# block 1

$ cat src/rtl/mc_crossing_controller_pkg.sv
// mc_pkg: shared types and constants for the missionary-cannibal crossing controller.
package mc_pkg;
   typedef enum logic [1:0] {S_IDLE, S_RUN, S_HALT, S_FAULT} state_e;
   typedef logic [1:0] cnt2_t;
   localparam logic [2:0] FIN_IDLE = 3'b000;
   localparam logic [2:0] FIN_RUN = 3'b001;
   localparam logic [2:0] FIN_HALT = 3'b010;
   localparam logic [2:0] FIN_FAULT = 3'b100;
   localparam cnt2_t M_INIT = 2'd3;
   localparam cnt2_t C_INIT = 2'd3;
   localparam logic SIDE_INIT = 1'b0;
   localparam logic [3:0] MAX_TURN = 4'd11;
   function automatic logic bank_safe(cnt2_t m, cnt2_t c);
      return m == 2'd0 || m >= c;
   endfunction
   function automatic logic [2:0] fin_code(state_e s);
      return s == S_RUN ? FIN_RUN : s == S_HALT ? FIN_HALT : s == S_FAULT ? FIN_FAULT : FIN_IDLE;
   endfunction
endpackage

$ cat src/rtl/mc_crossing_controller_if.sv
// mc_crossing_controller_if: control inputs and bank/status outputs of the crossing controller.
interface mc_crossing_controller_if;
   import mc_pkg::*;
   logic start, step, auto, abort, load, load_side, boat_side, busy, done;
   cnt2_t load_m, load_c, missionary_left, cannibal_left;
   logic [3:0] turn;
   logic [2:0] finish;
   modport master (
      output start, step, auto, abort, load, load_m, load_c, load_side,
      input missionary_left, cannibal_left, boat_side, turn, busy, done, finish
   );
   modport slave (
      input start, step, auto, abort, load, load_m, load_c, load_side,
      output missionary_left, cannibal_left, boat_side, turn, busy, done, finish
   );
endinterface

$ cat src/rtl/mc_crossing_controller_move_table.sv
// mc_move_table: combinational lookup of the fixed 11-crossing solution plus safety of the result.
module mc_move_table
   import mc_pkg::*;
(
   input  cnt2_t m_i,
   input  cnt2_t c_i,
   input  logic  side_i,
   output logic  hit_o,
   output cnt2_t m_o,
   output cnt2_t c_o,
   output logic  safe_o
);
   always_comb begin
      hit_o = 1'b1;
      {m_o, c_o} = {m_i, c_i};
      case ({m_i, c_i, side_i})
         {2'd3, 2'd3, 1'b0}: {m_o, c_o} = {2'd3, 2'd1};
         {2'd3, 2'd1, 1'b1}: {m_o, c_o} = {2'd3, 2'd2};
         {2'd3, 2'd2, 1'b0}: {m_o, c_o} = {2'd3, 2'd0};
         {2'd3, 2'd0, 1'b1}: {m_o, c_o} = {2'd3, 2'd1};
         {2'd3, 2'd1, 1'b0}: {m_o, c_o} = {2'd1, 2'd1};
         {2'd1, 2'd1, 1'b1}: {m_o, c_o} = {2'd2, 2'd2};
         {2'd2, 2'd2, 1'b0}: {m_o, c_o} = {2'd0, 2'd2};
         {2'd0, 2'd2, 1'b1}: {m_o, c_o} = {2'd0, 2'd3};
         {2'd0, 2'd3, 1'b0}: {m_o, c_o} = {2'd0, 2'd1};
         {2'd0, 2'd1, 1'b1}: {m_o, c_o} = {2'd0, 2'd2};
         {2'd0, 2'd2, 1'b0}: {m_o, c_o} = {2'd0, 2'd0};
         default: hit_o = 1'b0;
      endcase
   end
   // far bank holds the complement of the original bank
   assign safe_o = bank_safe(m_o, c_o) && bank_safe(2'd3 - m_o, 2'd3 - c_o);
endmodule

$ cat src/rtl/mc_crossing_controller.sv
// mc_crossing_controller: sequences the river-crossing solution one move per advance.
// Define MC_AUTO_STEP_EN to build the TICK_DIV tick divider driving advances when auto=1.
module mc_crossing_controller
   import mc_pkg::*;
#(
   parameter int TICK_DIV = 4
) (
   input logic clock,
   input logic reset,
   mc_crossing_controller_if.slave bus
);
   state_e state_q, state_d;
   cnt2_t m_q, m_d, c_q, c_d, nm, nc;
   logic side_q, side_d, done_q, done_d, hit, nsafe, adv;
   logic [3:0] turn_q, turn_d;
   mc_move_table u_move (
      .m_i(m_q), .c_i(c_q), .side_i(side_q),
      .hit_o(hit), .m_o(nm), .c_o(nc), .safe_o(nsafe)
   );
`ifdef MC_AUTO_STEP_EN
   logic [3:0] tick_q;
   logic tick;
   assign tick = bus.auto && tick_q == 4'(TICK_DIV - 1);
   assign adv = bus.auto ? tick : bus.step;
   // counter idles at zero outside RUN, so every RUN entry starts a fresh period
   always_ff @(posedge clock)
      if (reset) tick_q <= '0;
      else tick_q <= (state_q == S_RUN && bus.auto && !tick) ? tick_q + 4'd1 : '0;
`else
   assign adv = bus.step;
`endif
   always_comb begin
      state_d = state_q;
      m_d = m_q;
      c_d = c_q;
      side_d = side_q;
      turn_d = turn_q;
      done_d = 1'b0;
      if (bus.abort) begin
         state_d = S_IDLE;
         {m_d, c_d, side_d} = {M_INIT, C_INIT, SIDE_INIT};
         turn_d = '0;
      end else if (bus.start && state_q != S_RUN) begin
         state_d = S_RUN;
         turn_d = '0;
         if (state_q != S_IDLE) {m_d, c_d, side_d} = {M_INIT, C_INIT, SIDE_INIT};
      end else if (bus.load && state_q == S_IDLE) begin
         {m_d, c_d, side_d} = {bus.load_m, bus.load_c, bus.load_side};
      end else if (adv && state_q == S_RUN) begin
         if (!hit || !nsafe) state_d = S_FAULT;
         else begin
            {m_d, c_d, side_d} = {nm, nc, !side_q};
            turn_d = turn_q + 4'd1;
            if (nm == 2'd0 && nc == 2'd0 && turn_q == MAX_TURN - 4'd1) begin
               state_d = S_HALT;
               done_d = 1'b1;
            end
         end
      end
   end
   always_ff @(posedge clock)
      if (reset) begin
         state_q <= S_IDLE;
         {m_q, c_q, side_q} <= {M_INIT, C_INIT, SIDE_INIT};
         turn_q <= '0;
         done_q <= 1'b0;
      end else begin
         state_q <= state_d;
         {m_q, c_q, side_q} <= {m_d, c_d, side_d};
         turn_q <= turn_d;
         done_q <= done_d;
      end
   assign bus.missionary_left = m_q;
   assign bus.cannibal_left = c_q;
   assign bus.boat_side = side_q;
   assign bus.turn = turn_q;
   assign bus.busy = state_q == S_RUN;
   assign bus.done = done_q;
   assign bus.finish = fin_code(state_q);
endmodule
$ cat src/flat_wrapper.sv
// flat-port wrapper written by rule: the top's interface ports become plain ports
module mc_crossing_controller_flat import mc_pkg::*;
#(
   parameter int TICK_DIV = 4
)
  (clock, reset, bus_start, bus_step, bus_auto, bus_abort, bus_load, bus_load_m, bus_load_c, bus_load_side, bus_missionary_left, bus_cannibal_left, bus_boat_side, bus_turn, bus_busy, bus_done, bus_finish);
  mc_crossing_controller_if bus_i ();
  input logic clock;
  input logic reset;
  input wire logic [$bits(bus_i.start)-1:0] bus_start;
  input wire logic [$bits(bus_i.step)-1:0] bus_step;
  input wire logic [$bits(bus_i.auto)-1:0] bus_auto;
  input wire logic [$bits(bus_i.abort)-1:0] bus_abort;
  input wire logic [$bits(bus_i.load)-1:0] bus_load;
  input wire logic [$bits(bus_i.load_m)-1:0] bus_load_m;
  input wire logic [$bits(bus_i.load_c)-1:0] bus_load_c;
  input wire logic [$bits(bus_i.load_side)-1:0] bus_load_side;
  output wire logic [$bits(bus_i.missionary_left)-1:0] bus_missionary_left;
  output wire logic [$bits(bus_i.cannibal_left)-1:0] bus_cannibal_left;
  output wire logic [$bits(bus_i.boat_side)-1:0] bus_boat_side;
  output wire logic [$bits(bus_i.turn)-1:0] bus_turn;
  output wire logic [$bits(bus_i.busy)-1:0] bus_busy;
  output wire logic [$bits(bus_i.done)-1:0] bus_done;
  output wire logic [$bits(bus_i.finish)-1:0] bus_finish;
  assign bus_i.start = bus_start;
  assign bus_i.step = bus_step;
  assign bus_i.auto = bus_auto;
  assign bus_i.abort = bus_abort;
  assign bus_i.load = bus_load;
  assign bus_i.load_m = bus_load_m;
  assign bus_i.load_c = bus_load_c;
  assign bus_i.load_side = bus_load_side;
  assign bus_missionary_left = bus_i.missionary_left;
  assign bus_cannibal_left = bus_i.cannibal_left;
  assign bus_boat_side = bus_i.boat_side;
  assign bus_turn = bus_i.turn;
  assign bus_busy = bus_i.busy;
  assign bus_done = bus_i.done;
  assign bus_finish = bus_i.finish;
  mc_crossing_controller #(.TICK_DIV(TICK_DIV)) u_core (.clock(clock), .reset(reset), .bus(bus_i));
endmodule
$ cat config.mk
export PLATFORM = sky130hd
export DESIGN_NAME = mc_crossing_controller_flat
export DESIGN_NICKNAME = d
export VERILOG_FILES = /design/src/rtl/mc_crossing_controller_pkg.sv /design/src/rtl/mc_crossing_controller_if.sv /design/src/rtl/mc_crossing_controller_move_table.sv /design/src/rtl/mc_crossing_controller.sv /design/src/flat_wrapper.sv
export SDC_FILE = /design/constraint.sdc
export NUM_CORES = 1
export LEC_CHECK = 0
export CAP_MARGIN = 20
export CORE_MARGIN = 4
export CORE_UTILIZATION = 48
export DETAILED_ROUTE_END_ITERATION = 7
export PLACE_DENSITY = 0.79
export SLEW_MARGIN = 20
export SYNTH_ARGS = -nofsm -noshare
export SYNTH_HDL_FRONTEND = slang
export SYNTH_HIERARCHICAL = 1
export SYNTH_SLANG_ARGS = --single-unit
$ cat constraint.sdc
create_clock -name clock -period 3.58 [get_ports clock]
set_input_delay 0.537 -clock clock [delete_from_list [all_inputs] [get_ports clock]]
set_output_delay 0.537 -clock clock [all_outputs]
set_load 0.01 [all_outputs]
# block 2

$ cat src/rtl/capture_pkg.sv
// Shared definitions for the sample-capture write side and the playback
// address counter. Both ends must agree on the buffer depth (wrap point)
// and the address/data widths.
package capture_pkg;

    typedef enum logic [1:0] {
        IDLE    = 2'd0,
        CAPTURE = 2'd1,
        DONE    = 2'd2
    } capture_state_t;

    localparam int SAMPLE_DEPTH = 10000;
    localparam int ADDR_W       = 16;
    localparam int DATA_W       = 16;
    localparam int OVR_W        = 16;

endpackage

$ cat src/rtl/capture_ptr.sv
// Write pointer and fill counter for one capture.
// The pointer stops at DEPTH-1 (no wrap inside a capture), while the fill
// count is allowed to reach DEPTH so it reports the full buffer.
module capture_ptr
    import capture_pkg::*;
#(
    parameter int DEPTH = SAMPLE_DEPTH,
    parameter int PTR_W = ADDR_W
) (
    input  logic             clk,
    input  logic             reset,
    input  logic             i_clr,
    input  logic             i_inc,
    output logic [PTR_W-1:0] o_ptr,
    output logic [PTR_W-1:0] o_fill,
    output logic             o_last
);

    logic [PTR_W-1:0] r_ptr;
    logic [PTR_W-1:0] r_fill;
    logic             w_last;

    assign w_last = (r_ptr == PTR_W'(DEPTH - 1));

    // clear on capture start, advance on each accepted sample
    always_ff @(posedge clk) begin
        if (!reset) begin
            r_ptr  <= '0;
            r_fill <= '0;
        end else if (i_clr) begin
            r_ptr  <= '0;
            r_fill <= '0;
        end else if (i_inc) begin
            r_fill <= r_fill + PTR_W'(1);
            if (!w_last) begin
                r_ptr <= r_ptr + PTR_W'(1);
            end
        end
    end

    assign o_ptr  = r_ptr;
    assign o_fill = r_fill;
    assign o_last = w_last;

endmodule

$ cat src/rtl/capture_writer.sv
// Capture writer: takes samples over valid/ready and writes them into the
// shared sample RAM at addresses 0..DEPTH-1, in playback order.
// Optional feature macro: CAPTURE_OVERRUN_CNT_EN adds o_overrun_cnt, a
// saturating count of samples offered while no capture is running.
//
// state   | meaning
// --------+-------------------------------------------------------------
// IDLE    | waiting for start; in_ready low, fill holds last result
// CAPTURE | accepting samples, one registered RAM write per accept
// DONE    | one-cycle done pulse (coincides with the final write)
module capture_writer
    import capture_pkg::*;
#(
    parameter int DEPTH = SAMPLE_DEPTH
) (
    input  logic              clk,
    input  logic              reset,
    input  logic              i_start,
    input  logic              i_stop,
    input  logic              i_in_valid,
    input  logic [DATA_W-1:0] i_in_data,
    output logic              o_in_ready,
    output logic              o_wr_en,
    output logic [ADDR_W-1:0] o_wr_addr,
    output logic [DATA_W-1:0] o_wr_data,
    output logic              o_busy,
    output logic              o_done,
    output logic [ADDR_W-1:0] o_fill
`ifdef CAPTURE_OVERRUN_CNT_EN
    ,
    output logic [OVR_W-1:0]  o_overrun_cnt
`endif
);

    capture_state_t    r_state;
    capture_state_t    w_next;
    logic              w_accept;
    logic              w_clr;
    logic [ADDR_W-1:0] w_ptr;
    logic [ADDR_W-1:0] w_fill;
    logic              w_last;

    logic              r_wr_en;
    logic [ADDR_W-1:0] r_wr_addr;
    logic [DATA_W-1:0] r_wr_data;

    capture_ptr #(
        .DEPTH (DEPTH),
        .PTR_W (ADDR_W)
    ) u_ptr (
        .clk    (clk),
        .reset  (reset),
        .i_clr  (w_clr),
        .i_inc  (w_accept),
        .o_ptr  (w_ptr),
        .o_fill (w_fill),
        .o_last (w_last)
    );

    // state register
    always_ff @(posedge clk) begin
        if (!reset) begin
            r_state <= IDLE;
        end else begin
            r_state <= w_next;
        end
    end

    // next state, accept and pointer clear; start outranks stop in IDLE
    always_comb begin
        w_next   = r_state;
        w_accept = 1'b0;
        w_clr    = 1'b0;
        case (r_state)
            IDLE: begin
                if (i_start) begin
                    w_next = CAPTURE;
                    w_clr  = 1'b1;
                end
            end
            CAPTURE: begin
                w_accept = i_in_valid;
                if ((w_accept && w_last) || i_stop) begin
                    w_next = DONE;
                end
            end
            DONE: begin
                w_next = IDLE;
            end
            default: begin
                w_next = IDLE;
            end
        endcase
    end

    // registered RAM write: accept in cycle N strobes wr_en in cycle N+1
    always_ff @(posedge clk) begin
        if (!reset) begin
            r_wr_en   <= 1'b0;
            r_wr_addr <= '0;
            r_wr_data <= '0;
        end else begin
            r_wr_en <= w_accept;
            if (w_accept) begin
                r_wr_addr <= w_ptr;
                r_wr_data <= i_in_data;
            end
        end
    end

    assign o_in_ready = (r_state == CAPTURE);
    assign o_busy     = (r_state != IDLE);
    assign o_done     = (r_state == DONE);
    assign o_wr_en    = r_wr_en;
    assign o_wr_addr  = r_wr_addr;
    assign o_wr_data  = r_wr_data;
    assign o_fill     = w_fill;

`ifdef CAPTURE_OVERRUN_CNT_EN
    logic [OVR_W-1:0] r_overrun_cnt;

    // count samples offered outside a capture, saturating, cleared by reset only
    always_ff @(posedge clk) begin
        if (!reset) begin
            r_overrun_cnt <= '0;
        end else if (i_in_valid && !o_busy && (r_overrun_cnt != '1)) begin
            r_overrun_cnt <= r_overrun_cnt + OVR_W'(1);
        end
    end

    assign o_overrun_cnt = r_overrun_cnt;
`endif

endmodule

$ cat config.mk
export PLATFORM = sky130hd
export DESIGN_NAME = capture_writer
export DESIGN_NICKNAME = d
export VERILOG_FILES = /design/src/rtl/capture_pkg.sv /design/src/rtl/capture_ptr.sv /design/src/rtl/capture_writer.sv
export SDC_FILE = /design/constraint.sdc
export NUM_CORES = 1
export LEC_CHECK = 0
export CELL_PAD_IN_SITES_DETAIL_PLACEMENT = 1
export CELL_PAD_IN_SITES_GLOBAL_PLACEMENT = 2
export CORE_ASPECT_RATIO = 1.4
export CORE_MARGIN = 3
export CORE_UTILIZATION = 26
export DETAILED_ROUTE_END_ITERATION = 6
export MAX_ROUTING_LAYER = met4
export PLACE_DENSITY = 0.84
export SLEW_MARGIN = 20
export SYNTH_ARGS = -nofsm -noshare
export SYNTH_HDL_FRONTEND = slang
export SYNTH_HIERARCHICAL = 1
export SYNTH_SLANG_ARGS = --single-unit
$ cat constraint.sdc
create_clock -name clk -period 2.05 [get_ports clk]
set_clock_uncertainty 0.15 [all_clocks]
set_input_delay 0.41 -clock clk [delete_from_list [all_inputs] [get_ports clk]]
set_output_delay 0.41 -clock clk [all_outputs]
set_load 0.02 [all_outputs]
# block 3

`src/rtl/mac_accumulate_stage.sv`:
```
// Signed multiply-accumulate over TermCount accepted beats; the wide sum is shifted, narrowed
// and emitted with a one-cycle out_valid strobe. Define MAC_SATURATE_EN for clamping narrowing.
module mac_accumulate_stage #(
    parameter int unsigned DataInputWidth  = 8,
    parameter int unsigned DataOutputWidth = 8,
    parameter int unsigned AccWidth        = 24,
    parameter int unsigned TermCount       = 16,
    parameter int unsigned OutShift        = 0
) (
    input  logic                       clk,
    input  logic                       aclr_n,
    input  logic                       start,
    input  logic                       clear,
    input  logic                       in_valid,
    output logic                       in_ready,
    input  logic [DataInputWidth-1:0]  a,
    input  logic [DataInputWidth-1:0]  b,
    output logic [DataOutputWidth-1:0] DataOut,
    output logic                       out_valid,
    output logic                       busy,
    output logic                       overflow
);

    localparam int unsigned ProdWidth = 2 * DataInputWidth;
    localparam int unsigned CntWidth  = (TermCount > 1) ? $clog2(TermCount) : 1;
    localparam logic [CntWidth-1:0] LastCount = CntWidth'(TermCount - 1);

    typedef enum logic [1:0] {
        IDLE  = 2'd0,
        ACCUM = 2'd1,
        DONE  = 2'd2
    } state_e;

    state_e                      state_q, state_d;
    logic [AccWidth-1:0]         acc_q, acc_d;
    logic [CntWidth-1:0]         count_q, count_d;
    logic [DataOutputWidth-1:0]  data_q, data_d;
    logic                        out_valid_q, out_valid_d;
    logic                        overflow_q, overflow_d;
    logic                        in_ready_q;
    logic                        busy_q;

    logic signed [ProdWidth-1:0]  prod_c;
    logic signed [AccWidth-1:0]   prod_ext_c;
    logic signed [AccWidth-1:0]   shifted_c;
    logic [DataOutputWidth-1:0]   narrow_c;
    logic                         clip_c;

    // Full-precision signed product, sign-extended into the accumulator width
    assign prod_c     = ProdWidth'($signed(a)) * ProdWidth'($signed(b));
    assign prod_ext_c = AccWidth'(prod_c);
    assign shifted_c  = $signed(acc_q) >>> OutShift;

`ifdef MAC_SATURATE_EN
    localparam logic signed [AccWidth-1:0] SatMax =
        AccWidth'((64'd1 << (DataOutputWidth - 1)) - 64'd1);
    localparam logic signed [AccWidth-1:0] SatMin = ~SatMax;

    // Clamp to the signed output range and flag when clamping happened
    always_comb begin
        clip_c   = 1'b0;
        narrow_c = DataOutputWidth'(shifted_c);
        if (shifted_c > SatMax) begin
            clip_c   = 1'b1;
            narrow_c = DataOutputWidth'(SatMax);
        end else if (shifted_c < SatMin) begin
            clip_c   = 1'b1;
            narrow_c = DataOutputWidth'(SatMin);
        end
    end
`else
    assign narrow_c = DataOutputWidth'(shifted_c);
    assign clip_c   = 1'b0;
`endif

    always_comb begin
        state_d     = state_q;
        acc_d       = acc_q;
        count_d     = count_q;
        data_d      = data_q;
        out_valid_d = 1'b0;
        overflow_d  = overflow_q;
        unique case (state_q)
            IDLE: begin
                if (start && !clear) begin
                    acc_d      = '0;
                    count_d    = '0;
                    overflow_d = 1'b0;
                    state_d    = ACCUM;
                end
            end
            ACCUM: begin
                if (clear) begin
                    state_d = IDLE;
                end else if (in_valid && in_ready_q) begin
                    acc_d   = acc_q + prod_ext_c;
                    count_d = count_q + CntWidth'(1);
                    if (count_q == LastCount) begin
                        state_d = DONE;
                    end
                end
            end
            DONE: begin
                state_d = IDLE;
                if (!clear) begin
                    data_d      = narrow_c;
                    out_valid_d = 1'b1;
                    overflow_d  = clip_c;
                end
            end
            default: state_d = IDLE;
        endcase
    end

    // in_ready and busy are registered from the next state so they line up with state_q
    always_ff @(posedge clk or negedge aclr_n) begin
        if (!aclr_n) begin
            state_q     <= IDLE;
            acc_q       <= '0;
            count_q     <= '0;
            data_q      <= '0;
            out_valid_q <= 1'b0;
            overflow_q  <= 1'b0;
            in_ready_q  <= 1'b0;
            busy_q      <= 1'b0;
        end else begin
            state_q     <= state_d;
            acc_q       <= acc_d;
            count_q     <= count_d;
            data_q      <= data_d;
            out_valid_q <= out_valid_d;
            overflow_q  <= overflow_d;
            in_ready_q  <= (state_d == ACCUM);
            busy_q      <= (state_d != IDLE);
        end
    end

    assign in_ready  = in_ready_q;
    assign busy      = busy_q;
    assign DataOut   = data_q;
    assign out_valid = out_valid_q;
    assign overflow  = overflow_q;

endmodule
```
`config.mk`:
```
export PLATFORM = sky130hd
export DESIGN_NAME = mac_accumulate_stage
export DESIGN_NICKNAME = d
export VERILOG_FILES = /design/src/rtl/mac_accumulate_stage.sv
export SDC_FILE = /design/constraint.sdc
export NUM_CORES = 1
export LEC_CHECK = 0
export ABC_CLOCK_PERIOD_IN_PS = 2000
export CORE_MARGIN = 5
export CORE_UTILIZATION = 38
export CTS_CLUSTER_DIAMETER = 150
export DETAILED_ROUTE_END_ITERATION = 6
export PLACE_DENSITY = 0.63
export SYNTH_ARGS = -nofsm -noshare
export SYNTH_HDL_FRONTEND = slang
export SYNTH_SLANG_ARGS = --single-unit
export TNS_END_PERCENT = 1
```
`constraint.sdc`:
```
create_clock -name clk -period 2 [get_ports clk]
set_clock_uncertainty 0.2 [all_clocks]
set_input_delay 0.4 -clock clk [delete_from_list [all_inputs] [get_ports clk]]
set_output_delay 0.4 -clock clk [all_outputs]
set_load 0.02 [all_outputs]
```

## Gallery

Nets reached from selected ports.
(a)
Drawn at 4 px/micron.
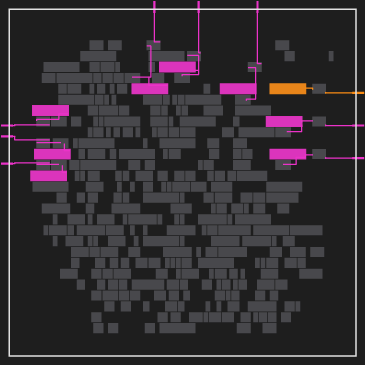
(b)
Drawn at 3 px/micron.
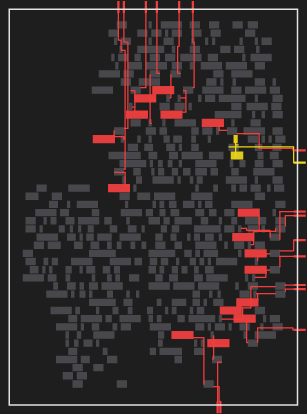
(c)
Drawn at 8 px/micron.
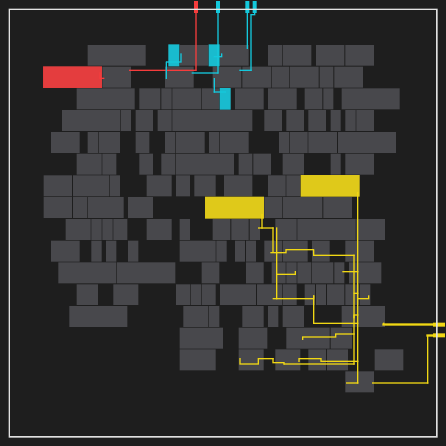
- largest die: (b)
- fewest cells: (c)
(c) comes from block 1.
(b) comes from block 2.
(a) comes from block 3.

Key to (b):
Key: i_start = yellow [direction input, edge right, end cells 2, buffers 1, wire 34.4 microns]; o_wr_addr = red [direction output, edge 8 right, 6 top, 2 bottom, end cells 16, buffers 16, wire 510 microns]

==> block_3/m2.png <==
Drawn at 4 px/micron.
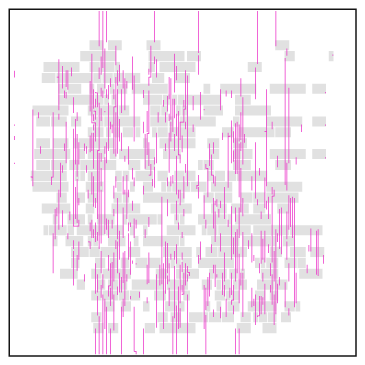
The longest straight run is 31.6 microns. 314 nets have wire on it. The layer holds 50% of the routed length. The wires run mostly vertical.

==> flow_summary_export.csv, block 3 <==
group,metric,value,unit
yosys,ys.flops,25,
sta,fin_ws,-1.95,ns
routing,vias,1714,
cells_and_area,buffers,64,
cells_and_area,fin_cells,361,
status,status,"finished with violations",
cells_and_area,fin_nets,351,
global_routing,grt_pass1_vias,1841,
status,failed_checks,"setup timing",
critical_path,start_kind,"input pin",
sta,setup_viol_count_final,6,
yosys,largest_area_cell,"dfrtp_1",
cells_and_area,comb_area,1580,sq um
yosys,synthTopCellsByCount,"inv_1, ha_1, dfrtp_1",
yosys,synth_cells,224,
clock_tree,clock_latency,0.27,ns
clock_tree,cts.htree.levels,1,
global_routing,grt_pass1_wl,8.23,mm
cells_and_area,lay_top_cells,"buf_4, dfrtp_1, inv_1",
-- block 3: power breakdown --
group / switching [mW] / internal [mW] / total, mW
Sequential: 0.0434 / 0.557 / 0.600
Combinational: 0.558 / 0.702 / 1.26
Clock: 0.151 / 0.139 / 0.290
-- block 3: cells by family (layout without fill, tap and decap cells) --
| kind of cell | count (synthesis) | after routing | share of synthesized area |
|---|---|---|---|
| compound gates | 26 | 26 | 0.0848 |
| xor+xnor | 18 | 18 | 0.0870 |
| fa+ha+maj | 40 | 40 | 0.270 |
| buf+inv | 32 | 97 | 0.0559 |
| flops | 25 | 25 | 0.282 |
| mux | 9 | 9 | 0.0458 |
| other cells | 1 | 1 | 0.00169 |
| simple gates | 73 | 73 | 0.172 |
-- block 3: per-layer routing --
layer,global-route usage,vias to the layer above
met1,0.184,834
met5,0,-
met2,0.230,19
met4,0.00850,0
met3,0.0266,2
li1,-,859
-- block 3: metrics by stage --
step	hold slack (ns)	setup WS (ns)	cell area, sq um
2_1_floorplan	-0.0956	-2.13	2270
3_3_place_gp	0.292	-2.80	2900
3_5_place_dp	0.298	-2.86	2900
4_1_cts	0.301	-1.96	2970
5_1_grt	0.332	-2.08	2980
6_report	0.292	-1.95	2980
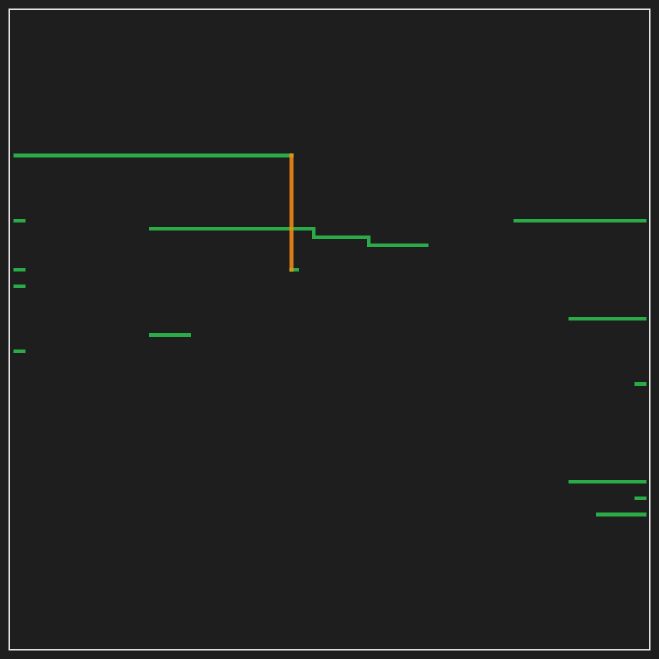
(block_1/layers.png)
Drawn at 12 px/micron. Two of the layers only.
Key: M3 = green [wire length 82.1 microns]; M4 = orange [wire length 9.50 microns]
vias after detailed routing: 914
Routed WL: 2.34 mm
gr usage total: 0.181
WL per Instance: 13.5 microns

==> block_1/m2.png <==
Drawn at 8 px/micron.
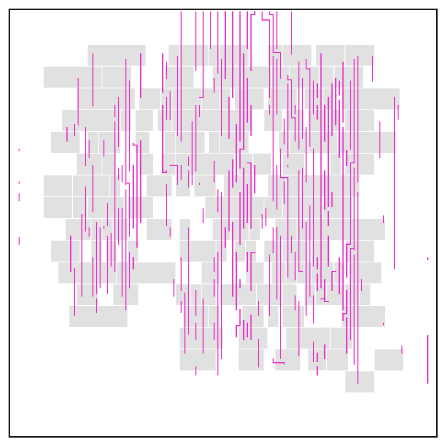
141 nets have wire on it. The layer holds 50% of the routed length. The layer carries 1170 microns of wire. The longest straight run is 29.2 microns.
grt met2 use: 0.304

==> flow_summary_export.csv, block 1 <==
group,metric,value,unit
status,status,"finished clean",
pwr,power_frac_clock,0.350,
sta,tightest_slew,0.468,ns
yosys,syn_area,983,sq um
critical_path,cp-end-kind,"flop",
clock_tree,cts.htree.levels,1,
clock_tree,clkSinkCount,12,
cells_and_area,fillCellCount,191,
yosys,ff_type,"dfxtp_1",
routing,drt-pass1-iter-count,4,
floorplanning,io_pins,26,
pwr,p_leak,0.505,nW
sta,hold_violations,0,
routing,drt_iter0_drc,14,
job,drv_cap,0,
yosys,yosys_area,983,sq um
cells_and_area,syn2layout_area_growth,28.0,%
critical_path,cp.required,3.77,ns
cells_and_area,comb_area,678,sq um
yosys,yosysWarningCount,6,
cells_and_area,design_area,1260,sq um
critical_path,crit_start,"u_core/bus.missionary_left[0]$_SDFFE_PP1P_",
routing,drtAntennaViolNets,0,
critical_path,start_kind,"flop",
clock_tree,cts_tree,"done",
block 1: synth_stat cells (2+ instances only):
library cell | instances | area share
or2_2 | 2 | 0.013
a21oi_1 | 9 | 0.046
or2b_1 | 2 | 0.015
nor2_1 | 15 | 0.057
nand3_1 | 2 | 0.010
ha_1 | 5 | 0.064
nor3_1 | 4 | 0.020
nor2b_1 | 2 | 0.013
o21ai_0 | 4 | 0.020
or3_1 | 4 | 0.025
nand2_1 | 9 | 0.034
inv_1 | 8 | 0.031
o22ai_1 | 3 | 0.019
dfxtp_1 | 12 | 0.24
xnor2_1 | 3 | 0.027
nand2b_1 | 8 | 0.051
mux2i_1 | 5 | 0.051
buf_6 | 2 | 0.023
block 1: layer usage:
| layer | part of all wire | GRT usage |
|---|---|---|
| met1 | 0.46 | 0.228 |
| met2 | 0.50 | 0.304 |
| met3 | 0.035 | 0.0592 |
| met4 | 0.0038 | 0.0255 |
| met5 | 0 | 0 |
block 1: final cells by class:
cell class              instances  share of cell area
multi-input cells              98               0.539
flip-flops and latches         12               0.191
repair buffers                 24               0.191
clock buffers                   4              0.0288
well taps                      27              0.0268
inverters                       8              0.0239
==> block_2/clock_nets.png <==
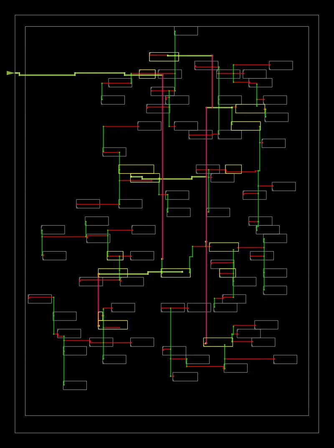
Clk. pwr: 1.60 mW
clk latency late pin: 0.33 ns
layout clock buffer count: 14

==> flow_summary_export.csv, block 2 <==
group,metric,value,unit
status,status,"finished clean",
clock_tree,cts_buffers,9,
cells_and_area,diodes,0,
yosys,ys_seq_frac,0.459,
floorplanning,die_y,131,microns
yosys,logic_family,"simple AND/OR/NAND/NOR gates",
place,port_buffers,72,
yosys,syn_area,2920,sq um
routing,drc,0,
min_path,min_path_type,"flop to flop",
sta,setup_tns,0,ns
place,dp_hpwl,5.78,mm
pwr,p_int,2.51,mW
global_routing,grt_max_degree,34,
clock_tree,clkSinkCount,67,
pwr,ir_worst_vdd,0.000375,V
cells_and_area,lay_top_cells,"nand2_1, clkdlybuf4s50_1, dfxtp_1",
routing,drtAntennaViolNets,0,
place,place_ws,-0.242,ns
routing,post_drt_wl_per_cell,13.8,microns
place,place_congestion,0.776,
global_routing,grt_pass1_vias,2747,
yosys,top_cells_by_area,"dfxtp_1, mux2i_1, nand2_1",
cells_and_area,fin_nets,442,
critical_path,critPathMaxFanout,4,
pwr,maxPowerGroup,"clock",
## block 2: sequential cells by signal (all words and copies together), names as in the netlist
name	cells
u_ptr/o_ptr	16
u_ptr/o_fill	16
o_wr_data	16
o_wr_addr	16
o_wr_en	1
r_state	2
## block 2: layout make-up
cell class,count,area (sq um),share of cell area
multi-input combinational,237,1460,0.345
inverter,4,15.0,0.00355
sequential,67,1340,0.317
clock inverter,1,30.0,0.00710
tap,141,176,0.0417
clock buffer,14,284,0.0671
timing repair buffer,100,925,0.219
## block 2: worst paths after layout
path / start / endpoint / depth (start not counted)
min: o_wr_data[0]$_SDFFE_PN0P_ / o_wr_data[0]$_SDFFE_PN0P_ / 2
max: u_ptr/o_ptr[11]$_SDFFE_PP0P_ / r_state[0]$_SDFFE_PN0P_ / 5
min reg2reg: o_wr_data[0]$_SDFFE_PN0P_ / o_wr_data[0]$_SDFFE_PN0P_ / 2
max reg2reg: u_ptr/o_ptr[11]$_SDFFE_PP0P_ / r_state[0]$_SDFFE_PN0P_ / 5
## block 2: routing by layer
layer  vias up  wire length [microns]  track usage
li1       1289                      -            -
met1      1252                   3080        0.144
met2        45                   4250        0.239
met3        10                    304       0.0326
met4         0                    164       0.0625
met5         -                      0            -


==> notes/layouts.md <==
Pictures saved along the way, in no particular order.

A small window of the routed layout.
Plate I
Window x 62 to 82, y 89 to 109 microns. Cells in grey, sequential cells in the stronger grey; small squares are vias.
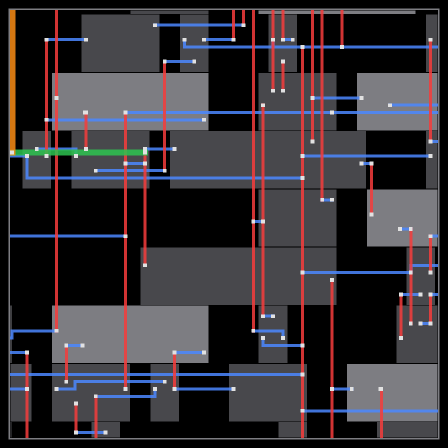
Plate II
Window x 30 to 50, y 30 to 50 microns. Cells in grey, sequential cells in the stronger grey; small squares are vias.
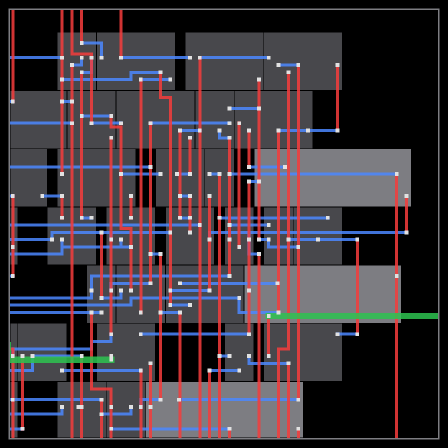
Plate III
Window x 55 to 75, y 55 to 75 microns. Cells in grey, sequential cells in the stronger grey; small squares are vias.
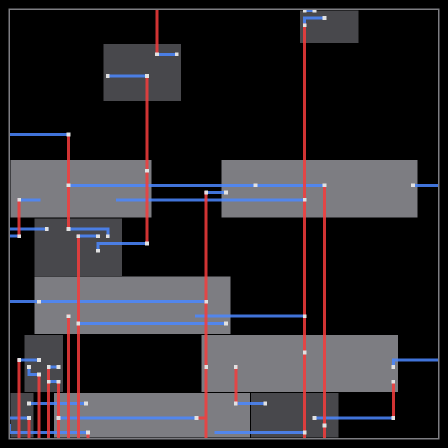
Plate III comes from block 3.
Plate I comes from block 2.
Plate II comes from block 1.

Key to Plate II:
Key: M3 = green; M1 = blue; M2 = red
Most frequent: clkdlybuf4s50_1 (6), or3_1 (4). 30 logic cells have their middle in the window. Sequential cells in the window: 3.

Power and IR drop assume default switching activity.
